=== alu_seq_flat ===
$ cat config.mk
export PLATFORM = sky130hd
export DESIGN_NAME = alu_seq_flat
export DESIGN_NICKNAME = d
export VERILOG_FILES = /design/src/rtl/alu_seq_if.sv /design/src/rtl/alu_seq.sv /design/src/flat_wrapper.sv
export SDC_FILE = /design/constraint.sdc
export NUM_CORES = 1
export LEC_CHECK = 0
export CAP_MARGIN = 0
export CORE_UTILIZATION = 50
export DETAILED_ROUTE_END_ITERATION = 6
export PLACE_DENSITY = 0.81
export SYNTH_ARGS = -nofsm -noshare
export SYNTH_HDL_FRONTEND = slang
export SYNTH_SLANG_ARGS = --single-unit
$ cat constraint.sdc
create_clock -name clk -period 5.1 [get_ports clk]
set_input_delay 0.51 -clock clk [delete_from_list [all_inputs] [get_ports clk]]
set_output_delay 0.51 -clock clk [all_outputs]
set_load 0.05 [all_outputs]
$ cat src/rtl/alu_seq_if.sv
// Operand/result bus for alu_seq: valid/ready operand side plus registered result and flags.
interface alu_seq_if #(
  parameter int WIDTH = 32
);
  logic             in_valid;
  logic             in_ready;
  logic [WIDTH-1:0] in1;
  logic [WIDTH-1:0] in2;
  logic [3:0]       alu_control;
  logic [WIDTH-1:0] out;
  logic             out_valid;
  logic             zflag;
  logic             carryflag;
  logic             overflowflag;
  logic             signflag;
  logic             err;

  modport master (
    output in_valid, in1, in2, alu_control,
    input  in_ready, out, out_valid, zflag, carryflag, overflowflag, signflag, err
  );

  modport slave (
    input  in_valid, in1, in2, alu_control,
    output in_ready, out, out_valid, zflag, carryflag, overflowflag, signflag, err
  );
endinterface

$ cat src/rtl/alu_seq.sv
// Registered ALU with shifts and an optional iterative shift-add multiplier.
// Define ALU_SEQ_MUL_EN to enable opcode 9 (MUL); otherwise opcode 9 is illegal.
module alu_seq #(
  parameter  int WIDTH = 32,
  localparam int SHW   = $clog2(WIDTH)
) (
  input logic   clk,
  input logic   rst,
  alu_seq_if.slave bus
);
  typedef enum logic [3:0] {
    OP_ADD, OP_SUB, OP_AND, OP_OR, OP_XOR, OP_NOR, OP_SLL, OP_SRL, OP_SRA, OP_MUL
  } op_e;

  logic [WIDTH-1:0] out_q, res_d;
  logic             z_q, c_q, v_q, s_q, err_q, ov_q;
  logic             c_d, v_d, err_d, accept;
  logic [SHW-1:0]   sh;
  logic [WIDTH:0]   add_w, sub_w, sll_w, srl_w, sra_w;

`ifdef ALU_SEQ_MUL_EN
  typedef enum logic {IDLE, MUL_BUSY} state_e;
  state_e             state_q;
  logic [SHW-1:0]     cnt_q;
  logic [2*WIDTH-1:0] acc_q, acc_d, mcand_q;
  logic [WIDTH-1:0]   mplier_q;
  logic               is_mul;

  assign bus.in_ready = (state_q == IDLE) && !rst;
  assign acc_d        = acc_q + (mplier_q[0] ? mcand_q : '0);
`else
  assign bus.in_ready = !rst;
`endif

  assign accept = bus.in_valid && bus.in_ready;
  assign sh     = bus.in2[SHW-1:0];

  // Shifts carry one guard bit so the last bit shifted out lands in a fixed position.
  always_comb begin
    add_w = {1'b0, bus.in1} + {1'b0, bus.in2};
    sub_w = {1'b0, bus.in1} - {1'b0, bus.in2};
    sll_w = {1'b0, bus.in1} << sh;
    srl_w = {bus.in1, 1'b0} >> sh;
    sra_w = $signed({bus.in1, 1'b0}) >>> sh;
    res_d = '0;
    c_d   = 1'b0;
    v_d   = 1'b0;
    err_d = 1'b0;
`ifdef ALU_SEQ_MUL_EN
    is_mul = 1'b0;
`endif
    case (bus.alu_control)
      OP_ADD: begin
        res_d = add_w[WIDTH-1:0];
        c_d   = add_w[WIDTH];
        v_d   = (bus.in1[WIDTH-1] == bus.in2[WIDTH-1]) && (add_w[WIDTH-1] != bus.in1[WIDTH-1]);
      end
      OP_SUB: begin
        res_d = sub_w[WIDTH-1:0];
        c_d   = sub_w[WIDTH];
        v_d   = (bus.in1[WIDTH-1] != bus.in2[WIDTH-1]) && (sub_w[WIDTH-1] != bus.in1[WIDTH-1]);
      end
      OP_AND: res_d = bus.in1 & bus.in2;
      OP_OR:  res_d = bus.in1 | bus.in2;
      OP_XOR: res_d = bus.in1 ^ bus.in2;
      OP_NOR: res_d = ~(bus.in1 | bus.in2);
      OP_SLL: begin
        res_d = sll_w[WIDTH-1:0];
        c_d   = sll_w[WIDTH];
      end
      OP_SRL: begin
        res_d = srl_w[WIDTH:1];
        c_d   = srl_w[0];
      end
      OP_SRA: begin
        res_d = sra_w[WIDTH:1];
        c_d   = sra_w[0];
      end
`ifdef ALU_SEQ_MUL_EN
      OP_MUL: is_mul = 1'b1;
`endif
      default: err_d = 1'b1;
    endcase
  end

  always_ff @(posedge clk) begin
    if (rst) begin
      out_q <= '0;
      z_q   <= 1'b0;
      c_q   <= 1'b0;
      v_q   <= 1'b0;
      s_q   <= 1'b0;
      err_q <= 1'b0;
      ov_q  <= 1'b0;
`ifdef ALU_SEQ_MUL_EN
      state_q  <= IDLE;
      cnt_q    <= '0;
      acc_q    <= '0;
      mcand_q  <= '0;
      mplier_q <= '0;
`endif
    end else begin
      ov_q <= 1'b0;
`ifdef ALU_SEQ_MUL_EN
      if (state_q == MUL_BUSY) begin
        acc_q    <= acc_d;
        mcand_q  <= mcand_q << 1;
        mplier_q <= mplier_q >> 1;
        cnt_q    <= cnt_q + SHW'(1);
        if (cnt_q == SHW'(WIDTH - 1)) begin
          out_q   <= acc_d[WIDTH-1:0];
          z_q     <= (acc_d[WIDTH-1:0] == '0);
          c_q     <= |acc_d[2*WIDTH-1:WIDTH];
          v_q     <= 1'b0;
          s_q     <= acc_d[WIDTH-1];
          err_q   <= 1'b0;
          ov_q    <= 1'b1;
          state_q <= IDLE;
        end
      end else if (accept && is_mul) begin
        state_q  <= MUL_BUSY;
        acc_q    <= '0;
        cnt_q    <= '0;
        mcand_q  <= {{WIDTH{1'b0}}, bus.in1};
        mplier_q <= bus.in2;
      end else
`endif
      if (accept) begin
        out_q <= res_d;
        z_q   <= (res_d == '0);
        c_q   <= c_d;
        v_q   <= v_d;
        s_q   <= res_d[WIDTH-1];
        err_q <= err_d;
        ov_q  <= 1'b1;
      end
    end
  end

  assign bus.out          = out_q;
  assign bus.out_valid    = ov_q;
  assign bus.zflag        = z_q;
  assign bus.carryflag    = c_q;
  assign bus.overflowflag = v_q;
  assign bus.signflag     = s_q;
  assign bus.err          = err_q;
endmodule
$ cat src/flat_wrapper.sv
// flat-port wrapper written by rule: the top's interface ports become plain ports
module alu_seq_flat 
#(
  parameter  int WIDTH = 32,
  localparam int SHW   = $clog2(WIDTH)
)
  (clk, rst, bus_in_valid, bus_in1, bus_in2, bus_alu_control, bus_in_ready, bus_out, bus_out_valid, bus_zflag, bus_carryflag, bus_overflowflag, bus_signflag, bus_err);
  alu_seq_if #(.WIDTH(WIDTH)) bus_i ();
  input logic clk;
  input logic rst;
  input wire logic [$bits(bus_i.in_valid)-1:0] bus_in_valid;
  input wire logic [$bits(bus_i.in1)-1:0] bus_in1;
  input wire logic [$bits(bus_i.in2)-1:0] bus_in2;
  input wire logic [$bits(bus_i.alu_control)-1:0] bus_alu_control;
  output wire logic [$bits(bus_i.in_ready)-1:0] bus_in_ready;
  output wire logic [$bits(bus_i.out)-1:0] bus_out;
  output wire logic [$bits(bus_i.out_valid)-1:0] bus_out_valid;
  output wire logic [$bits(bus_i.zflag)-1:0] bus_zflag;
  output wire logic [$bits(bus_i.carryflag)-1:0] bus_carryflag;
  output wire logic [$bits(bus_i.overflowflag)-1:0] bus_overflowflag;
  output wire logic [$bits(bus_i.signflag)-1:0] bus_signflag;
  output wire logic [$bits(bus_i.err)-1:0] bus_err;
  assign bus_i.in_valid = bus_in_valid;
  assign bus_i.in1 = bus_in1;
  assign bus_i.in2 = bus_in2;
  assign bus_i.alu_control = bus_alu_control;
  assign bus_in_ready = bus_i.in_ready;
  assign bus_out = bus_i.out;
  assign bus_out_valid = bus_i.out_valid;
  assign bus_zflag = bus_i.zflag;
  assign bus_carryflag = bus_i.carryflag;
  assign bus_overflowflag = bus_i.overflowflag;
  assign bus_signflag = bus_i.signflag;
  assign bus_err = bus_i.err;
  alu_seq #(.WIDTH(WIDTH)) u_core (.clk(clk), .rst(rst), .bus(bus_i));
endmodule
=== spi_peripheral ===
===== config.mk =====
export PLATFORM = sky130hd
export DESIGN_NAME = spi_peripheral
export DESIGN_NICKNAME = d
export VERILOG_FILES = /design/src/rtl/spi_peripheral.sv
export SDC_FILE = /design/constraint.sdc
export NUM_CORES = 1
export LEC_CHECK = 0
export CORE_MARGIN = 8
export CORE_UTILIZATION = 30
export DETAILED_ROUTE_END_ITERATION = 10
export PLACE_DENSITY = 0.48
export SYNTH_ARGS = -nofsm -noshare
export SYNTH_HDL_FRONTEND = slang
export SYNTH_SLANG_ARGS = --single-unit

===== constraint.sdc =====
create_clock -name clock_i -period 2.4 [get_ports clock_i]
set_clock_uncertainty 0.1 [all_clocks]
set_input_delay 0.36 -clock clock_i [delete_from_list [all_inputs] [get_ports clock_i]]
set_output_delay 0.36 -clock clock_i [all_outputs]
set_load 0.01 [all_outputs]

===== src/rtl/spi_peripheral.sv =====
// SPI responder (mode 0) running entirely in the system clock domain.
// SCLK/CS/MOSI are oversampled through synchronizer chains. Each WIDTH-bit
// word is shifted in from MOSI and out on MISO, MSB first, with one-cycle
// strobes for word completion, transmit-buffer capture and aborted frames.
module spi_peripheral #(
  parameter int WIDTH       = 8,
  parameter int SYNC_STAGES = 2
) (
  input  logic             clock_i,
  input  logic             reset_i,
  input  logic             SCLK_i,
  input  logic             CS_i,
  input  logic             MOSI_i,
  output logic             MISO_o,
  output logic             MISO_oe_o,
  input  logic [WIDTH-1:0] tx_buffer_i,
  output logic             tx_load_o,
  output logic [WIDTH-1:0] rx_buffer_o,
  output logic             rx_valid_o,
  output logic             busy_o,
  output logic             frame_error_o
);

  localparam int CNT_W = $clog2(WIDTH + 1);
  localparam logic [CNT_W-1:0] CNT_FULL = CNT_W'(WIDTH);

  // Two-bit encoding leaves spare codes; any of them falls back to IDLE.
  localparam logic [1:0] ST_IDLE  = 2'b00;
  localparam logic [1:0] ST_SHIFT = 2'b01;

  // Synchronizer chains: bit 0 samples the pin, the top bit is the clean value.
  logic [SYNC_STAGES-1:0] sclk_sync_q, sclk_sync_d;
  logic [SYNC_STAGES-1:0] cs_sync_q, cs_sync_d;
  logic [SYNC_STAGES-1:0] mosi_sync_q, mosi_sync_d;
  logic                   sclk_prev_q, sclk_prev_d;
  logic                   cs_prev_q, cs_prev_d;

  logic [1:0]       state_q, state_d;
  logic [WIDTH-1:0] tx_shift_q, tx_shift_d;
  logic [WIDTH-1:0] rx_shift_q, rx_shift_d;
  logic [CNT_W-1:0] bit_cnt_q, bit_cnt_d;
  logic             reload_pending_q, reload_pending_d;
  logic [WIDTH-1:0] rx_buffer_q, rx_buffer_d;
  logic             rx_valid_q, rx_valid_d;
  logic             frame_error_q, frame_error_d;
  logic             miso_q, miso_d;
  logic             busy_q, busy_d;
  logic             tx_load;

  logic             sclk_now, cs_now, mosi_now;
  logic             sclk_rise, sclk_fall, cs_rise, cs_fall;
  logic [CNT_W-1:0] cnt_base;

  assign sclk_now  = sclk_sync_q[SYNC_STAGES-1];
  assign cs_now    = cs_sync_q[SYNC_STAGES-1];
  assign mosi_now  = mosi_sync_q[SYNC_STAGES-1];
  assign sclk_rise = sclk_now & ~sclk_prev_q;
  assign sclk_fall = ~sclk_now & sclk_prev_q;
  assign cs_rise   = cs_now & ~cs_prev_q;
  assign cs_fall   = ~cs_now & cs_prev_q;

  // Advance the synchronizer chains and remember the previous clean samples.
  always_comb begin
    sclk_sync_d = {sclk_sync_q[SYNC_STAGES-2:0], SCLK_i};
    cs_sync_d   = {cs_sync_q[SYNC_STAGES-2:0], CS_i};
    mosi_sync_d = {mosi_sync_q[SYNC_STAGES-2:0], MOSI_i};
    sclk_prev_d = sclk_now;
    cs_prev_d   = cs_now;
  end

  // Protocol FSM: frame start/stop, bit shifting, word completion and reload.
  always_comb begin
    state_d          = state_q;
    tx_shift_d       = tx_shift_q;
    rx_shift_d       = rx_shift_q;
    bit_cnt_d        = bit_cnt_q;
    reload_pending_d = reload_pending_q;
    rx_buffer_d      = rx_buffer_q;
    rx_valid_d       = 1'b0;
    frame_error_d    = 1'b0;
    tx_load          = 1'b0;
    cnt_base         = bit_cnt_q;

    case (state_q)
      ST_IDLE: begin
        // SCLK activity is ignored until the master selects us.
        if (cs_rise) begin
          tx_shift_d       = tx_buffer_i;
          tx_load          = 1'b1;
          bit_cnt_d        = '0;
          reload_pending_d = 1'b0;
          state_d          = ST_SHIFT;
        end
      end

      ST_SHIFT: begin
        // A full word was assembled on the previous rise: publish it and
        // arm the reload so the next falling edge presents the next MSB.
        if (bit_cnt_q == CNT_FULL) begin
          rx_buffer_d      = rx_shift_q;
          rx_valid_d       = 1'b1;
          bit_cnt_d        = '0;
          cnt_base         = '0;
          reload_pending_d = 1'b1;
        end

        if (cs_fall) begin
          // Deselect wins over any SCLK edge seen in the same cycle.
          state_d          = ST_IDLE;
          reload_pending_d = 1'b0;
          bit_cnt_d        = '0;
          if ((bit_cnt_q != '0) && (bit_cnt_q != CNT_FULL)) begin
            frame_error_d = 1'b1;
          end
        end else if (sclk_rise) begin
          rx_shift_d = {rx_shift_q[WIDTH-2:0], mosi_now};
          bit_cnt_d  = cnt_base + CNT_W'(1);
        end else if (sclk_fall) begin
          if (reload_pending_q) begin
            tx_shift_d       = tx_buffer_i;
            tx_load          = 1'b1;
            reload_pending_d = 1'b0;
          end else begin
            tx_shift_d = tx_shift_q << 1;
          end
        end
      end

      default: begin
        state_d = ST_IDLE;
      end
    endcase
  end

  // Registered pin-facing outputs follow the current state.
  always_comb begin
    miso_d = (state_q == ST_SHIFT) ? tx_shift_q[WIDTH-1] : 1'b0;
    busy_d = (state_q == ST_SHIFT);
  end

  // All state, asynchronously cleared to the deselected / SCLK-low condition.
  always_ff @(posedge clock_i or posedge reset_i) begin
    if (reset_i) begin
      sclk_sync_q      <= '0;
      cs_sync_q        <= '0;
      mosi_sync_q      <= '0;
      sclk_prev_q      <= 1'b0;
      cs_prev_q        <= 1'b0;
      state_q          <= ST_IDLE;
      tx_shift_q       <= '0;
      rx_shift_q       <= '0;
      bit_cnt_q        <= '0;
      reload_pending_q <= 1'b0;
      rx_buffer_q      <= '0;
      rx_valid_q       <= 1'b0;
      frame_error_q    <= 1'b0;
      miso_q           <= 1'b0;
      busy_q           <= 1'b0;
    end else begin
      sclk_sync_q      <= sclk_sync_d;
      cs_sync_q        <= cs_sync_d;
      mosi_sync_q      <= mosi_sync_d;
      sclk_prev_q      <= sclk_prev_d;
      cs_prev_q        <= cs_prev_d;
      state_q          <= state_d;
      tx_shift_q       <= tx_shift_d;
      rx_shift_q       <= rx_shift_d;
      bit_cnt_q        <= bit_cnt_d;
      reload_pending_q <= reload_pending_d;
      rx_buffer_q      <= rx_buffer_d;
      rx_valid_q       <= rx_valid_d;
      frame_error_q    <= frame_error_d;
      miso_q           <= miso_d;
      busy_q           <= busy_d;
    end
  end

  assign MISO_o        = miso_q;
  assign MISO_oe_o     = busy_q;
  assign busy_o        = busy_q;
  assign tx_load_o     = tx_load;
  assign rx_buffer_o   = rx_buffer_q;
  assign rx_valid_o    = rx_valid_q;
  assign frame_error_o = frame_error_q;

endmodule


=== uart_tx ===
[config.mk]
export PLATFORM = sky130hd
export DESIGN_NAME = uart_tx
export DESIGN_NICKNAME = d
export VERILOG_FILES = /design/src/rtl/uart_tx.sv
export SDC_FILE = /design/constraint.sdc
export NUM_CORES = 1
export LEC_CHECK = 0
export ABC_AREA = 0
export CAP_MARGIN = 20
export CORE_ASPECT_RATIO = 0.5
export CORE_UTILIZATION = 53
export DETAILED_ROUTE_END_ITERATION = 10
export PLACE_DENSITY = 0.77
export SETUP_SLACK_MARGIN = 0.4
export SYNTH_ARGS = -nofsm -noshare
export SYNTH_HDL_FRONTEND = slang
export SYNTH_SLANG_ARGS = --single-unit
[constraint.sdc]
create_clock -name iCLK -period 2.9 [get_ports iCLK]
set_clock_uncertainty 0.1 [all_clocks]
set_input_delay 0.87 -clock iCLK [delete_from_list [all_inputs] [get_ports iCLK]]
set_output_delay 0.87 -clock iCLK [all_outputs]
set_load 0.01 [all_outputs]
[src/rtl/uart_tx.sv]
// uart_tx: 8N1 UART transmitter, LSB first, idle-high line.
// Bytes enter a small FIFO over a valid/ready handshake and are serialised
// back-to-back; a queued byte follows the previous stop bit with no idle gap.
module uart_tx #(
  parameter int CLK_HZ     = 50_000_000,
  parameter int BAUD       = 115200,
  parameter int DIV        = CLK_HZ / BAUD,
  parameter int FIFO_DEPTH = 4
) (
  input  logic       iCLK,
  input  logic       RST_n,
  input  logic [7:0] tx_data,
  input  logic       tx_valid,
  output logic       tx_ready,
  output logic       txd_out,
  output logic       TX_BUSY,
  output logic       TX_END
);

  localparam int CNT_W = (DIV > 1) ? $clog2(DIV) : 1;
  localparam int PTR_W = $clog2(FIFO_DEPTH);
  localparam int CUR_W = PTR_W + 1;

  localparam logic [1:0] S_IDLE  = 2'd0;
  localparam logic [1:0] S_START = 2'd1;
  localparam logic [1:0] S_DATA  = 2'd2;
  localparam logic [1:0] S_STOP  = 2'd3;

  logic [7:0]       r_mem [FIFO_DEPTH];
  logic [PTR_W-1:0] r_wptr;
  logic [PTR_W-1:0] r_rptr;
  logic [CUR_W-1:0] r_count;

  logic [1:0]       r_state;
  logic [CNT_W-1:0] r_baud;
  logic [2:0]       r_bit;
  logic [7:0]       r_shift;
  logic             r_txd;
  logic             r_busy;
  logic             r_end;

  logic             w_push;
  logic             w_pop;
  logic             w_tick;
  logic             w_nonempty;

  // Ready comes straight from the registered occupancy; reset holds it low.
  assign tx_ready   = RST_n && (r_count < CUR_W'(FIFO_DEPTH));
  assign w_nonempty = (r_count != '0);
  assign w_tick     = (r_baud == CNT_W'(DIV - 1));
  assign w_push     = tx_valid && tx_ready;
  // The shifter is loaded from idle, or on the last stop-bit cycle when
  // another byte is waiting, so consecutive frames abut.
  assign w_pop      = w_nonempty &&
                      ((r_state == S_IDLE) || ((r_state == S_STOP) && w_tick));

  assign txd_out = r_txd;
  assign TX_BUSY = r_busy;
  assign TX_END  = r_end;

  // FIFO storage write and shifter load (data only, left unreset).
  always_ff @(posedge iCLK) begin
    if (w_push) r_mem[r_wptr] <= tx_data;
    if (w_pop)  r_shift <= r_mem[r_rptr];
  end

  // FIFO pointers and occupancy; simultaneous push and pop leave count as is.
  always_ff @(posedge iCLK) begin
    if (!RST_n) begin
      r_wptr  <= '0;
      r_rptr  <= '0;
      r_count <= '0;
    end else begin
      if (w_push) r_wptr <= r_wptr + 1'b1;
      if (w_pop)  r_rptr <= r_rptr + 1'b1;
      case ({w_push, w_pop})
        2'b10:   r_count <= r_count + 1'b1;
        2'b01:   r_count <= r_count - 1'b1;
        default: r_count <= r_count;
      endcase
    end
  end

  // Frame sequencer: start bit, eight data bits LSB first, stop bit.
  always_ff @(posedge iCLK) begin
    if (!RST_n) begin
      r_state <= S_IDLE;
      r_baud  <= '0;
      r_bit   <= '0;
      r_txd   <= 1'b1;
      r_busy  <= 1'b0;
      r_end   <= 1'b0;
    end else begin
      r_end <= 1'b0;
      case (r_state)
        S_IDLE: begin
          r_baud <= '0;
          r_txd  <= ~w_nonempty;
          r_busy <= w_nonempty;
          if (w_nonempty) r_state <= S_START;
        end
        S_START: begin
          if (w_tick) begin
            r_baud  <= '0;
            r_bit   <= '0;
            r_txd   <= r_shift[0];
            r_state <= S_DATA;
          end else begin
            r_baud <= r_baud + 1'b1;
          end
        end
        S_DATA: begin
          if (w_tick) begin
            r_baud <= '0;
            if (r_bit == 3'd7) begin
              r_txd   <= 1'b1;
              r_state <= S_STOP;
            end else begin
              r_bit <= r_bit + 3'd1;
              r_txd <= r_shift[r_bit + 3'd1];
            end
          end else begin
            r_baud <= r_baud + 1'b1;
          end
        end
        S_STOP: begin
          if (w_tick) begin
            r_baud <= '0;
            r_end  <= 1'b1;
            if (w_nonempty) begin
              r_txd   <= 1'b0;
              r_state <= S_START;
            end else begin
              r_busy  <= 1'b0;
              r_state <= S_IDLE;
            end
          end else begin
            r_baud <= r_baud + 1'b1;
          end
        end
        default: r_state <= S_IDLE;
      endcase
    end
  end

endmodule
==> uart_tx/wire_density.png <==
(4 px per micron) The die is cut into 21 by 11 equal tiles; black is low, pale yellow is high, scaled to the fullest tile. Values are wire area over tile area, all layers added.
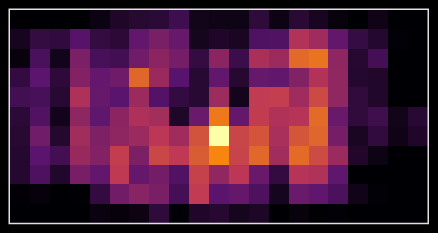
mean over tiles	0.15
densest ninth of the die	center
tiles over half the peak	12%
nearly empty tiles	18%
emptiest ninth of the die	lower right
fullest tile	0.67

==> results_slide.txt, uart_tx <==
Key Metrics from the Run

Pwr
  • Leak: 1.18 nW
  • Seq group: ~1.3 mW
  • Clock share of power: 0.292

Place
  • Dpl hpwl: 3410 microns

Synth
  • Top cell area share: 0.432
  • Mapped cell area: 0.00278 sq mm
  • Post-synth cell types: 40
  • EDFF count, synth: 40
  • Synth Net Count: 232

Clock tree
  • Clock-pin slew on the worst setup and hold paths: 0.07 ns
  • TritonCTS sink count: 64
  • Clk Latency, worst-skew pair: 0.34 ns

Run
  • Total tool warning count: 35

Status
  • Status: finished, final reports clean

Cells and area
  • Flop count: 64
  • Non-filler cells, final: between 300 and 400
  • Inserted Diodes: 0

Global route
  • Gr busiest metal: met2

Final timing
  • Relative slew slack: 0.566
  • Fin crit period: roughly 2.5 ns
  • Setup TNS: 0 ns

Min path
  • Min-Delay Path Depth: 1

Critical path
  • Crit-path max FO: 5
  • R2R setup slack: 0.39 ns
  • R2r worst-path depth: 10
  • Reg2reg end: r_count[2]
==> uart_tx: layout by cell type, fill, tap and decap left out, types with 2 or more instances in the layout <==
master / n
a21o_1: 2
a21oi_1: 11
and2_1: 2
and3_1: 5
buf_4: 11
bufinv_16: 3
clkbuf_8: 9
clkdlybuf4s50_1: 11
clkinv_4: 3
dfxtp_1: 21
dfxtp_2: 3
edfxtp_1: 40
ha_1: 11
ha_4: 2
inv_1: 9
inv_2: 3
mux4_1: 2
mux4_2: 8
nand2_1: 3
nand3_1: 6
nor2_1: 21
nor2b_1: 2
nor3_1: 3
o21ai_0: 7
o31ai_1: 4
or3_1: 3
xnor2_1: 5
xor2_1: 4
==> uart_tx: what timing repair did <==
| item | CTS | global route |
|---|---|---|
| endpoints found under the setup margin | 2 | 1 |
| hold buffers | 0 | 0 |
| cloned | 0 | 0 |
| resized | 10 | 13 |
| setup buffers | 1 | 3 |
| pin swaps | 0 | 8 |
==> uart_tx: cell families after synthesis <==
logic type | Yosys count
AOI/OAI and AO/OA | 32
xor gates and xnor gates | 10
and+or+nand+nor | 57
buffers and inverters | 17
muxes | 11
DFF | 64
adders and majority gates | 15
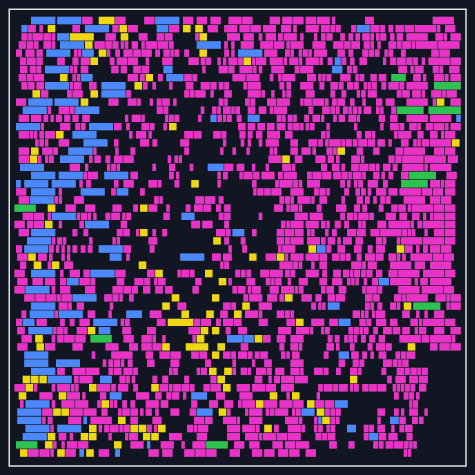
(alu_seq_flat/drive_strength.png)
(3 px per micron)
color	size	cells
yellow	drive 3 to 4	106
green	drive 6 and up	11
blue	drive 2	102
magenta	drive 1 or less	1386
Non-clk bufs: 214
Syn-to-layout area delta: 16.0%

==> results_slide.txt, alu_seq_flat <==
Key Metrics from the Run

Synth
  • Mean area per synthesized cell: around 7.4 sq um
  • Yosys Instances: 1522
  • Area leader, netlist: mux4_2
  • Top cells by count: nor2_1 (147), nand2_1 (124), a21oi_1 (118)
  • Commonest flop: dfxtp_1

Status
  • Status: finished, final reports clean

Clock tree
  • CTS root buf: clkbuf_16
  • Post-CTS Hold Buffers: 0
  • CTS tree: yes
  • Bufs on Longest Clock Path: 2
  • CTS Buf Count: 5
  • H-tree depth: 2

Min path
  • Min-Delay Path Depth: 2
  • Hold EP: u_core.bus.err

Pwr
  • Comb. pwr: 1.47 mW
  • Logic pwr share: 0.684
  • Leak: approximately 5.3 nW
  • Pwr dens: 165 mW/mm^2

Floorplanning
  • Die Width: 152 microns
  • Die height: approximately 150 microns

Cells and area
  • Non-filler cells, final: 1887
  • Most numerous logic cells after layout: nor2_1 (147), nand2_1 (124), a21oi_1 (118), clkdlybuf4s50_1 (104), buf_4 (102)

Routing
  • DR vias/cell: 7.28

Place
  • Dpl hpwl: 42300 microns

Critical path
  • Critical Path AT: 4.98 ns
==> alu_seq_flat: area by class of cell <==
class | count | area (sq um)
multi-input cells | 1251 | 9480
flip-flops and latches | 37 | 741
inverters | 95 | 357
repair buffers | 214 | 1910
fillers | 2085 | 8880
clock inverters | 1 | 30.0
well taps | 280 | 350
clock buffers | 7 | 143
diodes | 2 | 5.00
==> alu_seq_flat: kinds of logic (layout without fill, tap and decap cells) <==
family | Yosys count | count (layout) | synth area share
multiplexers | 128 | 128 | 0.182
other | 0 | 2 | 0
flip-flops | 37 | 37 | 0.0661
adder cells (fa/ha/maj) | 99 | 99 | 0.112
buffers and inverters | 234 | 317 | 0.0907
XOR/XNOR | 12 | 12 | 0.00937
AND-OR/OR-AND | 538 | 538 | 0.337
AND/OR/NAND/NOR | 474 | 474 | 0.203
==> alu_seq_flat: routing by layer <==
metal / share of wire / global-route usage / vias up
met4: 0.037 / 0.153 / 4
met1: 0.40 / 0.637 / 6560
met5: 0.00060 / 0 / -
li1: - / - / 5982
met2: 0.43 / 0.698 / 1028
met3: 0.12 / 0.0826 / 167
==> spi_peripheral/registers.png <==
(4 px per micron) Other sequential cells in the stronger gray, the rest of the logic in the fainter gray.
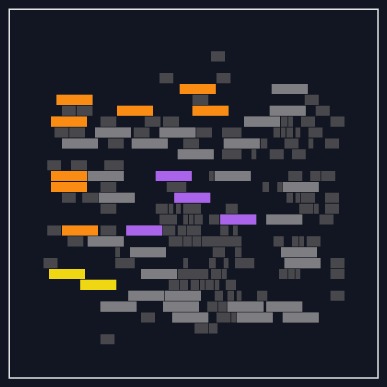
color	signal	flops
purple	bit_cnt_q	4
yellow	mosi_sync_q	2
orange	rx_buffer_o	8
not colored	28

==> spi_peripheral/drive_strength.png <==
(4 px per micron)
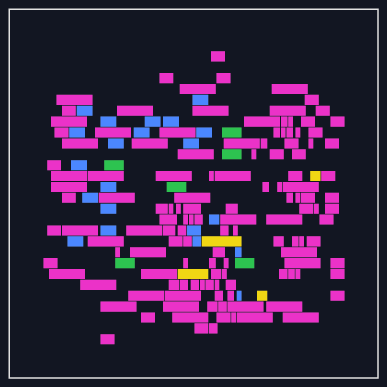
color	size	cells
blue	drive 2	21
green	drive 6 and up	6
yellow	drive 3 to 4	4
magenta	drive 1 or less	131
Syn-to-layout area delta: 24.2%
Non-clk bufs: 28
final instance area: 0.00214 sq mm
fin worst setup slack: 0.0889 ns

==> results_slide.txt, spi_peripheral <==
Key Metrics from the Run

Synth
  • Register share after synthesis: 0.609
  • Top cells by count: dfrtp_1 (42), mux2_2 (16), nand2_1 (13)
  • Yosys simple share: 0.102
  • Logic family by area: multiplexers
  • Synth top cell by count: dfrtp_1
  • Compound-Gate Fraction of Synth Area: 0.0856

Status
  • Status: finished, final reports clean

Pwr
  • Comb. pwr: ~230 uW
  • Switch Pwr: 397 uW
  • Clock share of power: 0.294

Critical path
  • Worst setup path endpoint: tx_load_o
  • Worst Setup Path Type: reg2out

Cells and area
  • Nets: roughly 180
  • Dominant logic cell type in the layout: dfrtp_1

Routing
  • Routed wire per std cell: 13.5 microns
  • Routed WL: 3170 microns

Floorplanning
  • Io pins: 27
## spi_peripheral: registers in the layout, indices dropped and copies added (netlist names)
signal and count:
mosi_sync_q 2, sclk_sync_q 2, rx_shift_q 8, cs_sync_q 2, state_q 1, MISO_oe_o 1, frame_error_o 1, sclk_prev_q 1
cs_prev_q 1, tx_shift_q 8, rx_valid_o 1, bit_cnt_q 4, MISO_o 1, rx_buffer_o 8, reload_pending_q 1
## spi_peripheral: area by class of cell
type,instances,share of cell area
Inverter,7,0.0123
Tap cell,72,0.0420
Timing Repair Buffer,28,0.128
Sequential cell,42,0.490
Clock inverter,1,0.00234
Clock buffer,7,0.0403
Multi-Input combinational cell,77,0.284
## spi_peripheral: routing by layer
metal	global-route usage	wire [microns]	up-vias	share of wire
met3	0.0432	229	6	0.072
li1	-	-	507	-
met2	0.123	1380	27	0.44
met5	0	0	-	0
met1	0.0974	1510	495	0.48
met4	0.0268	43	0	0.014
## spi_peripheral: metrics by stage
step	hold WS, ns	cell area, sq um	power, mW
after floorplan	0.231	1730	1.04
after global placement	0.234	2050	1.12
after detailed placement	0.236	2050	1.13
after CTS	0.254	2140	1.60
after global routing	0.256	2140	1.66
final	0.251	2140	1.57


## Gallery

Metal 3.
Plate I
(6 px per micron)
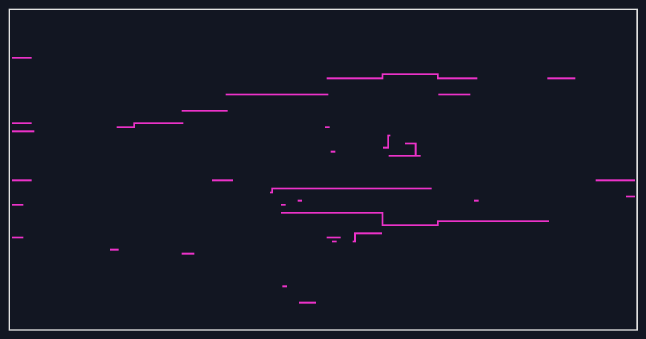
Plate II
(4 px per micron)
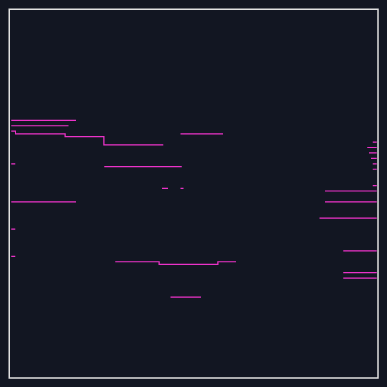
Plate III
(3 px per micron)
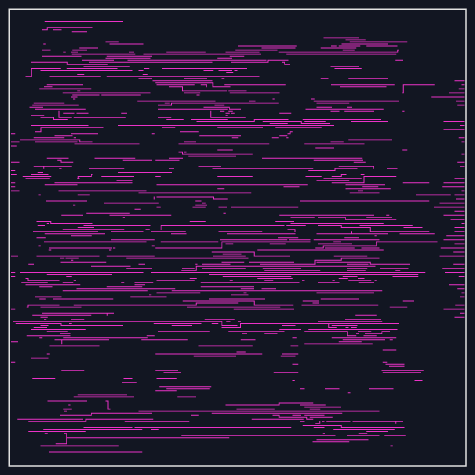
Plate II: spi_peripheral
Plate I: uart_tx
Plate III: alu_seq_flat
- smallest die: Plate I
- largest die: Plate III

Power and IR drop assume default switching activity.
